######## block 1 ########
**Block 1: the metal 1 layer**

Drawn at 8 px/micron. Supply wires on this layer in grey. Cells faint in the background.
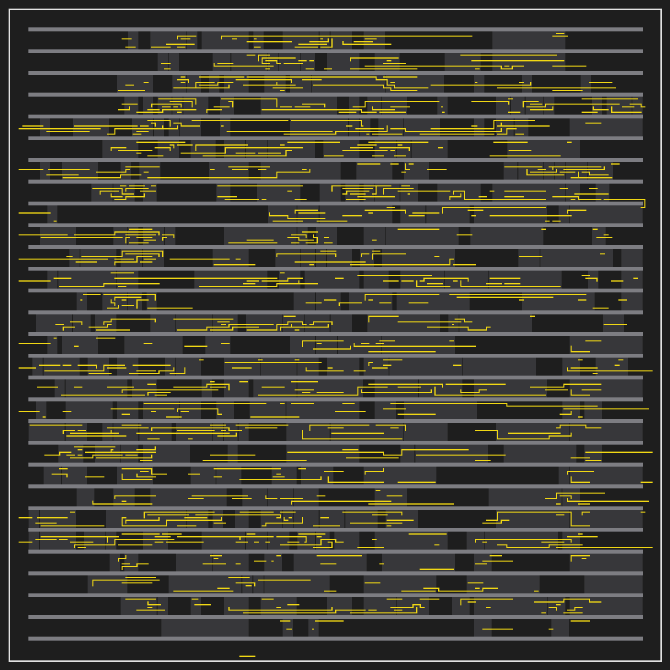

File: src/rtl/sprite_anim_render_if.sv
// Sprite ROM and palette bus between the sprite renderer and its lookup memories.
// The renderer (master) drives the ROM address and the palette index; the
// memory side (slave) returns the ROM colour index and the palette colour.
interface sprite_anim_render_if #(
    parameter int ADDR_W = 16,
    parameter int IDX_W  = 4
);
    logic [ADDR_W-1:0] rom_addr;
    logic [IDX_W-1:0]  rom_data;
    logic [IDX_W-1:0]  pal_index;
    logic [3:0]        pal_red;
    logic [3:0]        pal_green;
    logic [3:0]        pal_blue;

    modport master (
        output rom_addr,
        output pal_index,
        input  rom_data,
        input  pal_red,
        input  pal_green,
        input  pal_blue
    );

    modport slave (
        input  rom_addr,
        input  pal_index,
        output rom_data,
        output pal_red,
        output pal_green,
        output pal_blue
    );
endinterface

File: src/rtl/sprite_anim_render.sv
// Sprite pixel pipeline: hit test and ROM address build, synchronous ROM read,
// palette lookup with transparency, and a frame sequencer that steps the
// animation on frame-start pulses (looping or one-shot).
module sprite_anim_render #(
    parameter int SPR_W      = 64,
    parameter int SPR_H      = 96,
    parameter int NUM_FRAMES = 4,
    parameter int HOLD       = 6,
    parameter int ADDR_W     = 16,
    parameter int IDX_W      = 4,
    parameter int TRANSP_IDX = 0,
    parameter int COORD_W    = 10,
    localparam int FRAME_W   = (NUM_FRAMES > 1) ? $clog2(NUM_FRAMES) : 1
) (
    input  logic                vga_clk,
    input  logic                rst_n,
    input  logic [COORD_W-1:0]  draw_x,
    input  logic [COORD_W-1:0]  draw_y,
    input  logic                blank,
    input  logic                frame_start,
    input  logic [COORD_W-1:0]  sprite_x,
    input  logic [COORD_W-1:0]  sprite_y,
    input  logic                flip,
    input  logic                anim_en,
    input  logic                loop_mode,
    input  logic                anim_restart,
    sprite_anim_render_if.master mem,
    output logic [3:0]          red,
    output logic [3:0]          green,
    output logic [3:0]          blue,
    output logic                opaque,
    output logic [FRAME_W-1:0]  anim_frame,
    output logic                anim_done
);

    localparam int HOLD_W = (HOLD > 1) ? $clog2(HOLD) : 1;

    // Linear ROM address: frames stored back to back, rows of SPR_W pixels.
    function automatic logic [ADDR_W-1:0] sprite_addr(
        input logic [FRAME_W-1:0] frame,
        input int                 row,
        input int                 ccol
    );
        int full;
        full = int'(frame) * SPR_W * SPR_H + row * SPR_W + ccol;
        return ADDR_W'(full);
    endfunction

    logic signed [COORD_W:0] col_p0;
    logic signed [COORD_W:0] row_p0;
    int                      col_i;
    int                      row_i;
    int                      ccol_i;
    logic                    hit_p0;
    logic [ADDR_W-1:0]       addr_p0;
    logic                    vld_p1;
    logic                    vld_p2;
    logic [HOLD_W-1:0]       hold;
    logic [HOLD_W-1:0]       hold_next;
    logic [FRAME_W-1:0]      frame_next;
    logic                    done_next;

    // Stage 0: sprite-relative position, hit test and mirrored ROM address.
    // Differences are one bit wider than the coordinates so a pixel left of or
    // above the sprite shows up as negative instead of wrapping into the box.
    always_comb begin
        col_p0  = $signed({1'b0, draw_x}) - $signed({1'b0, sprite_x});
        row_p0  = $signed({1'b0, draw_y}) - $signed({1'b0, sprite_y});
        col_i   = int'(col_p0);
        row_i   = int'(row_p0);
        hit_p0  = blank && (col_i >= 0) && (col_i < SPR_W) &&
                  (row_i >= 0) && (row_i < SPR_H);
        ccol_i  = flip ? (SPR_W - 1 - col_i) : col_i;
        addr_p0 = sprite_addr(anim_frame, row_i, ccol_i);
    end

    // Stage 1: register the ROM address (held on a miss) and the hit flag.
    always_ff @(posedge vga_clk or negedge rst_n) begin
        if (!rst_n) begin
            mem.rom_addr <= '0;
            vld_p1       <= 1'b0;
        end else begin
            vld_p1 <= hit_p0;
            if (hit_p0) begin
                mem.rom_addr <= addr_p0;
            end
        end
    end

    // Stage 2: the ROM output register carries the colour index; track its hit.
    always_ff @(posedge vga_clk or negedge rst_n) begin
        if (!rst_n) begin
            vld_p2 <= 1'b0;
        end else begin
            vld_p2 <= vld_p1;
        end
    end

    assign mem.pal_index = mem.rom_data;

    // Stage 3: registered colour; transparent or missed pixels come out black.
    always_ff @(posedge vga_clk or negedge rst_n) begin
        if (!rst_n) begin
            red    <= 4'd0;
            green  <= 4'd0;
            blue   <= 4'd0;
            opaque <= 1'b0;
        end else if (vld_p2 && (mem.rom_data != IDX_W'(TRANSP_IDX))) begin
            red    <= mem.pal_red;
            green  <= mem.pal_green;
            blue   <= mem.pal_blue;
            opaque <= 1'b1;
        end else begin
            red    <= 4'd0;
            green  <= 4'd0;
            blue   <= 4'd0;
            opaque <= 1'b0;
        end
    end

    // Frame sequencer next state: restart wins; otherwise only frame_start moves it.
    always_comb begin
        frame_next = anim_frame;
        hold_next  = hold;
        done_next  = anim_done;
        if (anim_restart) begin
            frame_next = '0;
            hold_next  = '0;
            done_next  = 1'b0;
        end else if (frame_start && anim_en && !anim_done) begin
            if (hold == HOLD_W'(HOLD - 1)) begin
                hold_next = '0;
                if (anim_frame != FRAME_W'(NUM_FRAMES - 1)) begin
                    frame_next = anim_frame + FRAME_W'(1);
                end else if (loop_mode) begin
                    frame_next = '0;
                end else begin
                    done_next = 1'b1;
                end
            end else begin
                hold_next = hold + HOLD_W'(1);
            end
        end
    end

    // Frame sequencer state register.
    always_ff @(posedge vga_clk or negedge rst_n) begin
        if (!rst_n) begin
            anim_frame <= '0;
            hold       <= '0;
            anim_done  <= 1'b0;
        end else begin
            anim_frame <= frame_next;
            hold       <= hold_next;
            anim_done  <= done_next;
        end
    end

endmodule

File: src/flat_wrapper.sv
// flat-port wrapper written by rule: the top's interface ports become plain ports
module sprite_anim_render_flat 
#(
    parameter int SPR_W      = 64,
    parameter int SPR_H      = 96,
    parameter int NUM_FRAMES = 4,
    parameter int HOLD       = 6,
    parameter int ADDR_W     = 16,
    parameter int IDX_W      = 4,
    parameter int TRANSP_IDX = 0,
    parameter int COORD_W    = 10,
    localparam int FRAME_W   = (NUM_FRAMES > 1) ? $clog2(NUM_FRAMES) : 1
)
  (vga_clk, rst_n, draw_x, draw_y, blank, frame_start, sprite_x, sprite_y, flip, anim_en, loop_mode, anim_restart, red, green, blue, opaque, anim_frame, anim_done, mem_rom_addr, mem_pal_index, mem_rom_data, mem_pal_red, mem_pal_green, mem_pal_blue);
  sprite_anim_render_if #(.ADDR_W(ADDR_W), .IDX_W(IDX_W)) mem_i ();
  input  logic vga_clk;
  input  logic rst_n;
  input  logic [COORD_W-1:0] draw_x;
  input  logic [COORD_W-1:0] draw_y;
  input  logic blank;
  input  logic frame_start;
  input  logic [COORD_W-1:0] sprite_x;
  input  logic [COORD_W-1:0] sprite_y;
  input  logic flip;
  input  logic anim_en;
  input  logic loop_mode;
  input  logic anim_restart;
  output logic [3:0] red;
  output logic [3:0] green;
  output logic [3:0] blue;
  output logic opaque;
  output logic [FRAME_W-1:0] anim_frame;
  output logic anim_done;
  output wire logic [$bits(mem_i.rom_addr)-1:0] mem_rom_addr;
  output wire logic [$bits(mem_i.pal_index)-1:0] mem_pal_index;
  input wire logic [$bits(mem_i.rom_data)-1:0] mem_rom_data;
  input wire logic [$bits(mem_i.pal_red)-1:0] mem_pal_red;
  input wire logic [$bits(mem_i.pal_green)-1:0] mem_pal_green;
  input wire logic [$bits(mem_i.pal_blue)-1:0] mem_pal_blue;
  assign mem_rom_addr = mem_i.rom_addr;
  assign mem_pal_index = mem_i.pal_index;
  assign mem_i.rom_data = mem_rom_data;
  assign mem_i.pal_red = mem_pal_red;
  assign mem_i.pal_green = mem_pal_green;
  assign mem_i.pal_blue = mem_pal_blue;
  sprite_anim_render #(.SPR_W(SPR_W), .SPR_H(SPR_H), .NUM_FRAMES(NUM_FRAMES), .HOLD(HOLD), .ADDR_W(ADDR_W), .IDX_W(IDX_W), .TRANSP_IDX(TRANSP_IDX), .COORD_W(COORD_W)) u_core (.vga_clk(vga_clk), .rst_n(rst_n), .draw_x(draw_x), .draw_y(draw_y), .blank(blank), .frame_start(frame_start), .sprite_x(sprite_x), .sprite_y(sprite_y), .flip(flip), .anim_en(anim_en), .loop_mode(loop_mode), .anim_restart(anim_restart), .mem(mem_i), .red(red), .green(green), .blue(blue), .opaque(opaque), .anim_frame(anim_frame), .anim_done(anim_done));
endmodule
File: config.mk
export PLATFORM = sky130hd
export DESIGN_NAME = sprite_anim_render_flat
export DESIGN_NICKNAME = d
export VERILOG_FILES = /design/src/rtl/sprite_anim_render_if.sv /design/src/rtl/sprite_anim_render.sv /design/src/flat_wrapper.sv
export SDC_FILE = /design/constraint.sdc
export NUM_CORES = 1
export LEC_CHECK = 0
export CAP_MARGIN = 20
export CORE_MARGIN = 2
export CORE_UTILIZATION = 51
export CTS_BUF_LIST = sky130_fd_sc_hd__clkbuf_16
export DETAILED_ROUTE_END_ITERATION = 10
export DONT_BUFFER_PORTS = 1
export GPL_ROUTABILITY_DRIVEN = 0
export GPL_TIMING_DRIVEN = 0
export HOLD_SLACK_MARGIN = 0.02
export PLACE_DENSITY_LB_ADDON = 0.15
export SETUP_SLACK_MARGIN = 0.5
export SLEW_MARGIN = 20
export SYNTH_ARGS = -nofsm -noshare
export SYNTH_HDL_FRONTEND = slang
export SYNTH_SLANG_ARGS = --single-unit
File: constraint.sdc
create_clock -name vga_clk -period 3.73 [get_ports vga_clk]
set_input_delay 0.5595 -clock vga_clk [delete_from_list [all_inputs] [get_ports vga_clk]]
set_output_delay 0.5595 -clock vga_clk [all_outputs]
set_load 0.05 [all_outputs]
######## block 2 ########
File: config.mk
export PLATFORM = sky130hd
export DESIGN_NAME = pool_mem_arbiter
export DESIGN_NICKNAME = d
export VERILOG_FILES = /design/src/rtl/pool_mem_arbiter.sv
export SDC_FILE = /design/constraint.sdc
export NUM_CORES = 1
export LEC_CHECK = 0
export CELL_PAD_IN_SITES_DETAIL_PLACEMENT = 2
export CELL_PAD_IN_SITES_GLOBAL_PLACEMENT = 2
export CORE_MARGIN = 2
export CORE_UTILIZATION = 23
export CTS_CLUSTER_SIZE = 8
export DETAILED_ROUTE_END_ITERATION = 10
export GPL_ROUTABILITY_DRIVEN = 0
export GPL_TIMING_DRIVEN = 0
export PLACE_DENSITY_LB_ADDON = 0.12
export SLEW_MARGIN = 20
export SYNTH_ARGS = -nofsm -noshare
export SYNTH_HDL_FRONTEND = slang
export SYNTH_SLANG_ARGS = --single-unit
File: constraint.sdc
create_clock -name clk -period 6.3 [get_ports clk]
set_clock_uncertainty 0.15 [all_clocks]
set_input_delay 0.63 -clock clk [delete_from_list [all_inputs] [get_ports clk]]
set_output_delay 0.63 -clock clk [all_outputs]
set_load 0.005 [all_outputs]
File: src/rtl/pool_mem_arbiter.sv
// rtl/pool_mem_arbiter.sv - round-robin arbiter for the shared intermediate-layer memory port
module pool_mem_arbiter #(
    parameter int NUM_REQ    = 3,
    parameter int ADDR_WIDTH = 20,
    parameter int LEN_WIDTH  = 16
) (
    input  logic                          clk,
    input  logic                          reset,
    input  logic [NUM_REQ-1:0]            req,
    input  logic [NUM_REQ-1:0]            req_rw,
    input  logic [NUM_REQ*ADDR_WIDTH-1:0] req_addr,
    input  logic [NUM_REQ*LEN_WIDTH-1:0]  req_len,
    output logic [NUM_REQ-1:0]            gnt,
    output logic [NUM_REQ-1:0]            req_done,
    output logic                          mem_en,
    output logic                          mem_rw,
    output logic [ADDR_WIDTH-1:0]         mem_addr,
    output logic [LEN_WIDTH-1:0]          mem_len,
    input  logic                          mem_done,
    output logic                          busy
);

    localparam int IDX_W = $clog2(NUM_REQ);
    localparam logic [NUM_REQ-1:0] ONE = NUM_REQ'(1);

    typedef enum logic [1:0] {IDLE, ISSUE, WAIT, RELEASE} state_t;

    state_t             state;
    logic [IDX_W-1:0]   rr_ptr;
    logic [IDX_W-1:0]   winner;
    logic [IDX_W-1:0]   pick;
    logic               found;
    logic [LEN_WIDTH-1:0] pick_len;

    function automatic logic [IDX_W-1:0] wrap_idx(input logic [IDX_W-1:0] base, input int k);
        int j;
        j = int'(base) + k;
        if (j >= NUM_REQ) j = j - NUM_REQ;
        return IDX_W'(j);
    endfunction

    // First requester at or above rr_ptr, wrapping around.
    always_comb begin
        found = 1'b0;
        pick  = '0;
        for (int k = 0; k < NUM_REQ; k++) begin
            if (!found && req[wrap_idx(rr_ptr, k)]) begin
                found = 1'b1;
                pick  = wrap_idx(rr_ptr, k);
            end
        end
    end

    assign pick_len = req_len[pick*LEN_WIDTH +: LEN_WIDTH];

    always_ff @(posedge clk) begin
        if (reset) begin
            state    <= IDLE;
            gnt      <= '0;
            req_done <= '0;
            mem_en   <= 1'b0;
            mem_rw   <= 1'b0;
            mem_addr <= '0;
            mem_len  <= '0;
            busy     <= 1'b0;
            rr_ptr   <= '0;
            winner   <= '0;
        end else begin
            mem_en <= 1'b0;
            case (state)
                IDLE: begin
                    if (found) begin
                        winner   <= pick;
                        gnt      <= ONE << pick;
                        mem_rw   <= req_rw[pick];
                        mem_addr <= req_addr[pick*ADDR_WIDTH +: ADDR_WIDTH];
                        mem_len  <= pick_len;
                        busy     <= 1'b1;
                        state    <= (pick_len != '0) ? ISSUE : RELEASE;
                    end
                end
                ISSUE: begin
                    mem_en <= 1'b1;
                    state  <= WAIT;
                end
                WAIT: begin
                    if (mem_done) begin
                        req_done <= gnt;
                        gnt      <= '0;
                        state    <= RELEASE;
                    end
                end
                RELEASE: begin
                    // A zero-length grant arrives here with gnt still set: pulse done first, then leave.
                    if (gnt != '0) begin
                        req_done <= gnt;
                        gnt      <= '0;
                    end else begin
                        req_done <= '0;
                        rr_ptr   <= wrap_idx(winner, 1);
                        busy     <= 1'b0;
                        state    <= IDLE;
                    end
                end
                default: state <= IDLE;
            endcase
        end
    end

endmodule


==> layout pictures side by side <==
Cell outlines without signal wires.
shot_01.png
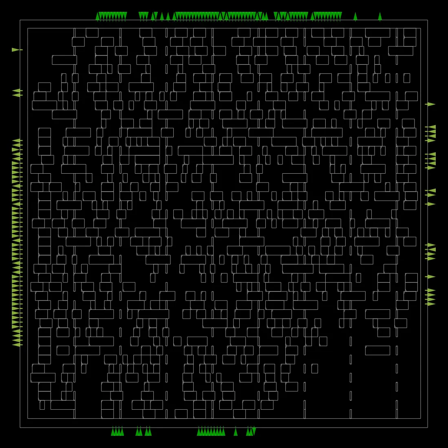
shot_02.png
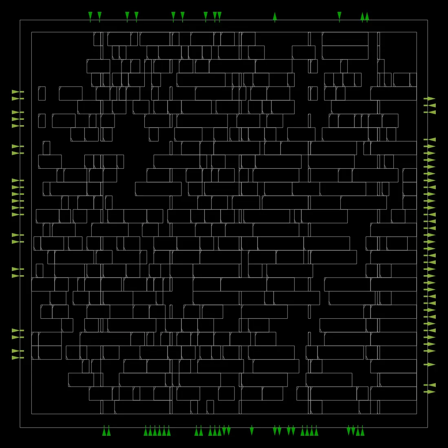
- most cells: shot_01.png
- most sequential cells: shot_01.png
shot_01.png: block 2
shot_02.png: block 1

**Block 1: nets reached from selected ports**

Drawn at 4 px/micron.
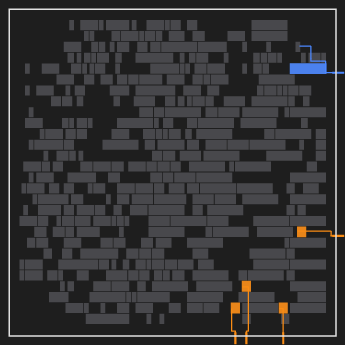
- `anim_done`: blue (direction output; end cells 1; buffers 0; wire 15.1 microns)
- `mem_pal_blue`: orange (direction input; end cells 4; buffers 0; wire 38.1 microns)
IO Count: 100
total of buffers placed on input and output ports: 0

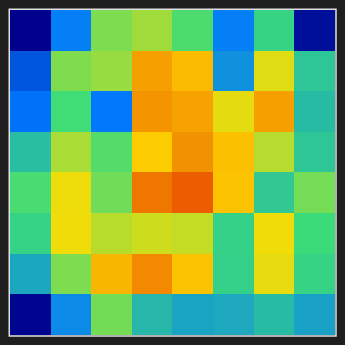
**Above:** block 1 (cell area per tile).
Drawn at 4 px/micron. The die is cut into 8 by 8 equal tiles; dark blue is low, red is high, 0 to 100% covered.
- emptiest ninth of the die: upper left
- mean over tiles: 55%
- nearly empty tiles: 3.1%
final cell utilization of the core: 63.4%
starting density of the core: 52.1%

About 'the metal 1 layer' of block 1:
- nets with wire on the layer: 401
- main direction: horizontal
Total Routed Length: 5860 microns
met1 Usage GRT: 22.7%
via count: 2,177

==> reports/summary.log, block 1 <==
INFO  clock_tree     worst_setup_hold_path_clk_slew=0.06ns
INFO  worst_setup_path worst_setup_path_start_kind=primary input
INFO  finish         area_growth_syn_to_layout=21.7%
INFO  sta            setup_viol_count_final=5
INFO  synthesis      yosys.area_share.aoi=16.2%
INFO  flow_run       tool_warnings=30
INFO  global_route   globalRouteOverflowTotal=0
INFO  run_status     status=complete, but fails checks
INFO  sta            tightestPinTransition=0.642ns
INFO  clock_tree     cts_hold_buffers=1
INFO  clock_tree     cts_post_setup_buffers_inserted=13
INFO  run_status     failed_checks=setup timing
INFO  worst_setup_path timing.reg2reg.worst_path_depth=13
INFO  synthesis      ys_cells=304
INFO  sta            final-hold-violation-count=0
INFO  worst_setup_path critPathMaxStageDelay=0.32ns
INFO  clock_tree     insertion_delay=0.28ns
INFO  sta            postLayoutSetupSlackWorst=-0.587ns
-- block 1: power breakdown --
group / total, mW / internal [mW] / switching, mW / leakage (nW)
Combinational: 0.709 / 0.360 / 0.349 / 1.22
Sequential: 0.445 / 0.410 / 0.0351 / 0.516
Clock: 0.409 / 0.248 / 0.160 / 0.0702
Total: 1.56 / 1.02 / 0.544 / 1.81
-- block 1: sequential cells by signal, indices dropped and copies added, names as in the netlist --
name                 flops
u_core.mem.rom_addr     16
u_core.blue              4
u_core.green             4
u_core.red               4
u_core.hold              3
u_core.anim_frame        2
u_core.anim_done         1
u_core.opaque            1
u_core.vld_p1            1
u_core.vld_p2            1
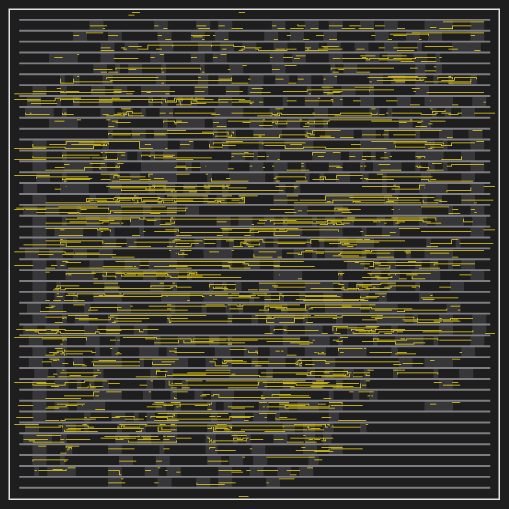
**Above:** block 2 (the metal 1 layer).
Drawn at 4 px/micron. Supply wires on this layer in grey. Cells faint in the background.
- wire length on this layer: 5,900 microns
- main direction: horizontal
- share of all routed wire: 42%
- longest straight run: 70.8 microns
Total Routed Length: 13,900 microns
via count: 3,606
met1 Usage GRT: 22.7%

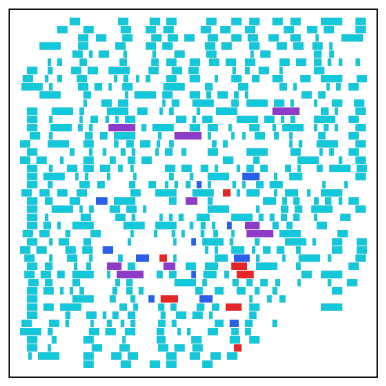
**Above:** block 2 (sizing map).
Drawn at 3 px/micron.
- x6 and larger: purple (cells 9; share 1.6%)
- x1 and smaller: cyan (cells 538; share 95%)
- x2: blue (cells 12; share 2.1%)
- x3 and x4: red (cells 7; share 1.2%)
area grow syn2layout: 61.8%
non-clock buffer total of the final layout: 188
fin area: 5190 sq um

==> reports/summary.log, block 2 <==
INFO  run_status     status=finished clean
INFO  global_route   grt.met3_usage=4.54%
INFO  sta            grt_setup_unrepaired=false
INFO  sta            post-route-period-util=57.2%
INFO  clock_tree     cts_hold_buffers=0
INFO  worst_setup_path reg2reg_slack=2.82ns
INFO  worst_setup_path critical_path.max_fanout=10
INFO  global_route   grt_peak_use_layer=met2
INFO  synthesis      netlist-cell-type-count=49
INFO  global_route   grtUsageMet2=34.3%
INFO  finish         comb_area_share=39.1%
INFO  worst_setup_path timing.critical_path.buf_inv=2
INFO  clock_tree     cts_post_setup_buffers_inserted=0
INFO  worst_setup_path crit_path_end_kind=flop
INFO  finish         final_nets=692
INFO  global_route   globalRouteOverflowTotal=0
INFO  synthesis      synth_area_leader_cell=dfxtp_1
INFO  clock_tree     post_cts_resize_count=0
INFO  floorplanning  die_width=122microns
INFO  detailed_routing final_antenna_net_count=0
INFO  place          hpwlAfterDp=11,500microns
INFO  floorplanning  io_pins=162
block 2: cells by family (layout without fill, tap and decap cells):
kind of cell             count (synthesis)  after routing  synth area share (%)
AND/OR/NAND/NOR                        149            149                  22.3
AND-OR/OR-AND                          105            105                  21.6
flip-flops                              51             51                  31.8
multiplexers                            49             49                  15.5
buffers and inverters                   34            202                  4.95
adder cells (fa/ha/maj)                 10             10                  3.90
block 2: sequential cells by signal, summed over array words and instances (netlist names):
register,flops
req_done,3
mem_addr,20
mem_rw,1
busy,1
winner,2
state,2
mem_en,1
mem_len,16
gnt,3
rr_ptr,2

######## block 3 ########
File: src/rtl/cpu_pkg.sv
// Shared CPU definitions: memory opcodes, memory-access stage state
// encoding and the default data-memory depth.
package cpu_pkg;

  localparam logic [5:0] OPC_LOAD  = 6'b000100;
  localparam logic [5:0] OPC_STORE = 6'b000101;

  localparam int DEPTH_DEF = 8;

  typedef enum logic [1:0] {
    ST_IDLE    = 2'd0,
    ST_EXEC    = 2'd1,
    ST_LD_WAIT = 2'd2,
    ST_WB      = 2'd3
  } state_t;

endpackage

File: src/rtl/mem_access_unit.sv
// mem_access_unit: memory-access stage between the ALU and DataMemory.
// Accepts one instruction at a time, issues a STORE write or LOAD read,
// waits out the memory's one-cycle registered read, then presents one
// write-back beat. Non-memory ops with wb_en pass the ALU result through.
//
// Optional build macro MAU_ADDR_CHECK_EN: LOAD/STORE addresses >= DEPTH
// set a sticky err flag, suppress the store write and make the load return 0.
//
// Handshakes: a transfer happens on a rising edge where valid and ready are
// both 1. in_ready is high only in IDLE; wb_valid is high only in WB, and
// wb_rd/wb_data do not change while wb_valid=1 and wb_ready=0.
module mem_access_unit
  import cpu_pkg::*;
#(
  parameter int DATA_W = 32,
  parameter int ADDR_W = 32,
  parameter int DEPTH  = DEPTH_DEF,
  parameter int RD_W   = 5
) (
  input  logic              clock,
  input  logic              reset_n,
  input  logic              in_valid,
  output logic              in_ready,
  input  logic [5:0]        in_opc,
  input  logic [DATA_W-1:0] in_alu,
  input  logic [DATA_W-1:0] in_rs,
  input  logic [RD_W-1:0]   in_rd,
  input  logic              in_wb_en,
  output logic [5:0]        mem_opc,
  output logic              mem_wea,
  output logic [ADDR_W-1:0] mem_addr,
  output logic [DATA_W-1:0] mem_din,
  input  logic [DATA_W-1:0] mem_dout,
  output logic              wb_valid,
  input  logic              wb_ready,
  output logic [RD_W-1:0]   wb_rd,
  output logic [DATA_W-1:0] wb_data,
  output logic              err,
  output logic [1:0]        dbg_state
);

  state_t state_q, state_d;

  logic [5:0]        opc_q;
  logic [DATA_W-1:0] alu_q;
  logic [RD_W-1:0]   rd_q;
  logic              wb_en_q;
  logic [ADDR_W-1:0] mem_addr_q;
  logic [DATA_W-1:0] mem_din_q;
  logic [RD_W-1:0]   wb_rd_q;
  logic [DATA_W-1:0] wb_data_q;

  logic is_ld, is_st, in_is_mem, addr_oor, addr_bad;

  assign is_ld     = (opc_q == OPC_LOAD);
  assign is_st     = (opc_q == OPC_STORE);
  assign in_is_mem = (in_opc == OPC_LOAD) || (in_opc == OPC_STORE);
  assign addr_oor  = (alu_q >= DATA_W'(DEPTH));

`ifdef MAU_ADDR_CHECK_EN
  logic err_q;

  assign addr_bad = (is_ld || is_st) && addr_oor;
  assign err      = err_q;

  // Sticky range error, raised when a bad LOAD/STORE reaches EXEC
  always_ff @(posedge clock) begin
    if (!reset_n) begin
      err_q <= 1'b0;
    end else if (state_q == ST_EXEC && addr_bad) begin
      err_q <= 1'b1;
    end
  end
`else
  logic unused_addr_oor;

  assign unused_addr_oor = addr_oor;
  assign addr_bad        = 1'b0;
  assign err             = 1'b0;
`endif

  assign mem_addr  = mem_addr_q;
  assign mem_din   = mem_din_q;
  assign wb_rd     = wb_rd_q;
  assign wb_data   = wb_data_q;
  assign dbg_state = state_q;

  // State register
  always_ff @(posedge clock) begin
    if (!reset_n) begin
      state_q <= ST_IDLE;
    end else begin
      state_q <= state_d;
    end
  end

  // Next state plus handshake and memory strobes
  always_comb begin
    state_d  = state_q;
    in_ready = 1'b0;
    wb_valid = 1'b0;
    mem_wea  = 1'b0;
    mem_opc  = 6'b000000;
    case (state_q)
      ST_IDLE: begin
        in_ready = 1'b1;
        if (in_valid) state_d = ST_EXEC;
      end
      ST_EXEC: begin
        if (is_st) begin
          mem_opc = OPC_STORE;
          mem_wea = !addr_bad;
          state_d = ST_IDLE;
        end else if (is_ld) begin
          // A rejected load reads nothing; LD_WAIT substitutes zero
          mem_opc = addr_bad ? 6'b000000 : OPC_LOAD;
          state_d = ST_LD_WAIT;
        end else if (wb_en_q) begin
          state_d = ST_WB;
        end else begin
          state_d = ST_IDLE;
        end
      end
      ST_LD_WAIT: begin
        state_d = ST_WB;
      end
      ST_WB: begin
        wb_valid = 1'b1;
        if (wb_ready) state_d = ST_IDLE;
      end
      default: begin
        state_d = ST_IDLE;
      end
    endcase
  end

  // Instruction capture, memory address/data and write-back registers
  always_ff @(posedge clock) begin
    if (!reset_n) begin
      opc_q      <= '0;
      alu_q      <= '0;
      rd_q       <= '0;
      wb_en_q    <= 1'b0;
      mem_addr_q <= '0;
      mem_din_q  <= '0;
      wb_rd_q    <= '0;
      wb_data_q  <= '0;
    end else begin
      case (state_q)
        ST_IDLE: begin
          if (in_valid) begin
            opc_q   <= in_opc;
            alu_q   <= in_alu;
            rd_q    <= in_rd;
            wb_en_q <= in_wb_en;
            // Memory lines only move for memory ops, otherwise they hold
            if (in_is_mem) begin
              mem_addr_q <= ADDR_W'(in_alu);
              mem_din_q  <= in_rs;
            end
          end
        end
        ST_EXEC: begin
          if (!is_ld && !is_st && wb_en_q) begin
            wb_rd_q   <= rd_q;
            wb_data_q <= alu_q;
          end
        end
        ST_LD_WAIT: begin
          wb_rd_q   <= rd_q;
          wb_data_q <= addr_bad ? '0 : mem_dout;
        end
        default: ;
      endcase
    end
  end

endmodule

File: config.mk
export PLATFORM = sky130hd
export DESIGN_NAME = mem_access_unit
export DESIGN_NICKNAME = d
export VERILOG_FILES = /design/src/rtl/cpu_pkg.sv /design/src/rtl/mem_access_unit.sv
export SDC_FILE = /design/constraint.sdc
export NUM_CORES = 1
export LEC_CHECK = 0
export ABC_AREA = 1
export CELL_PAD_IN_SITES_DETAIL_PLACEMENT = 2
export CELL_PAD_IN_SITES_GLOBAL_PLACEMENT = 2
export CORE_MARGIN = 2
export CORE_UTILIZATION = 21
export CTS_CLUSTER_DIAMETER = 60
export DETAILED_ROUTE_END_ITERATION = 6
export GPL_TIMING_DRIVEN = 0
export PLACE_DENSITY_LB_ADDON = 0.1
export RECOVER_POWER = 100
export SLEW_MARGIN = 20
export SYNTH_ARGS = -nofsm -noshare
export SYNTH_HDL_FRONTEND = slang
export SYNTH_SLANG_ARGS = --single-unit
export TNS_END_PERCENT = 30
File: constraint.sdc
create_clock -name clock -period 1.5 [get_ports clock]
set_input_delay 0.3 -clock clock [delete_from_list [all_inputs] [get_ports clock]]
set_output_delay 0.3 -clock clock [all_outputs]
set_load 0.05 [all_outputs]
==> reports/summary.log <==
INFO  finish         layout.area.comb=2680squm
INFO  finish         n_antenna_cell=0
INFO  synthesis      synth_sequential_area_ratio=48.6%
INFO  clock_tree     cts.root.buffer_cell=clkbuf_16
INFO  finish         ff_count=147
INFO  worst_setup_path crit_end=mem_opc[0]
INFO  synthesis      ys_cells=880
INFO  flow_run       tool_warnings=29
INFO  sta            postLayoutSetupSlackWorst=-0.279ns
INFO  global_route   grt_peak_use_layer=met2
INFO  run_status     status=complete, but fails checks
INFO  worst_setup_path critical_path_class=reg -> out
INFO  synthesis      async_flop_share=0%
INFO  global_route   grtUsageMet2=27.5%
INFO  synthesis      synth_cell_area=6060squm
INFO  sta            setup_viol_count_final=76
INFO  pwr            leakagePower=4.28nW
INFO  worst_hold_path min-delay-path-class=in -> reg
INFO  finish         final_nets=1,258
INFO  finish         layoutNonFillerInstCount=1,542
INFO  finish         clock_network_area_fraction=6.12%
INFO  clock_tree     cts_hold_buffers=0
INFO  synthesis      synthTopCellsByArea=dfxtp_1 49%, nand2_1 15%, nor2_1 9.7%
INFO  floorplanning  die_area=30,200squm
INFO  finish         fillers=3,385
INFO  run_status     failed_checks=setup timing
INFO  clock_tree     cts_h_tree_depth=4
INFO  flow_run       timing.max_cap.violations=0
INFO  worst_setup_path cell_by_cell_listing_of_the_critical_path=inv_2, nor2_4, nand4_1, nor2_4, buf_6, buf_8
[power breakdown]
part,leakage [nW],internal (mW),switching [mW]
combinational,2.79,0.713,0.953
sequential,1.20,4.08,0.116
clock,0.286,2.79,1.83
total,4.28,7.58,2.90
[state kept, by name, indices dropped and copies added, names as in the netlist, named ones only]
signal / count
wb_en_q: 1
opc_q: 6
mem_addr: 32
mem_din: 32
alu_q: 32
wb_rd: 5
wb_data: 32
dbg_state: 1
rd_q: 5
[layer usage]
layer | wire length [microns] | share of wire [%]
met1 | 11600 | 47
met2 | 11400 | 46
met3 | 1690 | 6.8
met4 | 266 | 1.1
met5 | 24 | 0.096
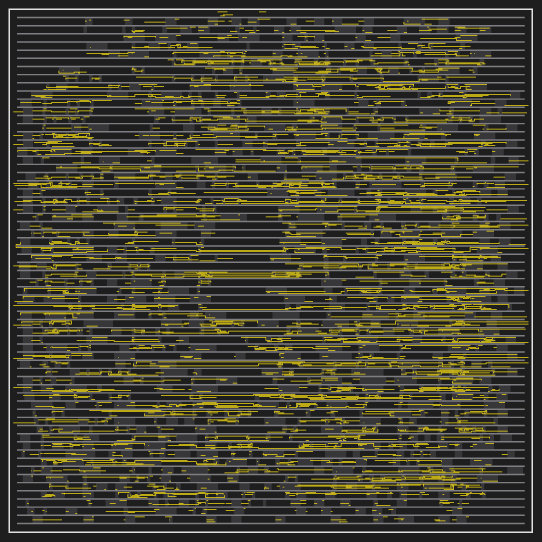
**Above:** block 3 (the metal 1 layer).
Drawn at 3 px/micron. Supply wires on this layer in grey. Cells faint in the background.
- nets with wire on the layer: 1,150
- main direction: horizontal
via count: 6,424
Total Routed Length: 25,000 microns

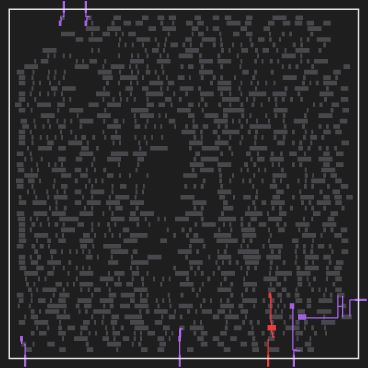
**Above:** block 3 (nets reached from selected ports).
Drawn at 2 px/micron.
- `in_valid`: red (direction input; end cells 2; buffers 1; wire 32.6 microns)
- `mem_opc`: purple (direction output; end cells 6; buffers 7; wire 124 microns)
IO Count: 225
total of buffers placed on input and output ports: 218

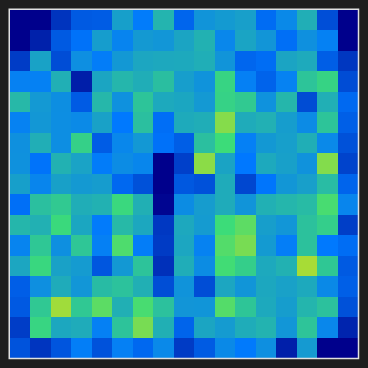
**Above:** block 3 (cell area per tile).
Drawn at 2 px/micron. The die is cut into 17 by 17 equal tiles; dark blue is low, red is high, 0 to 100% covered.
- mean over tiles: 32%
- emptiest ninth of the die: upper left
- fullest tile: 64%
- nearly empty tiles: 3.5%
final cell utilization of the core: 35.1%
Std-Cell Core Area: 28,500 sq um
starting density of the core: 21.2%


No activity file was given, so power comes from the tool's default toggle rates.
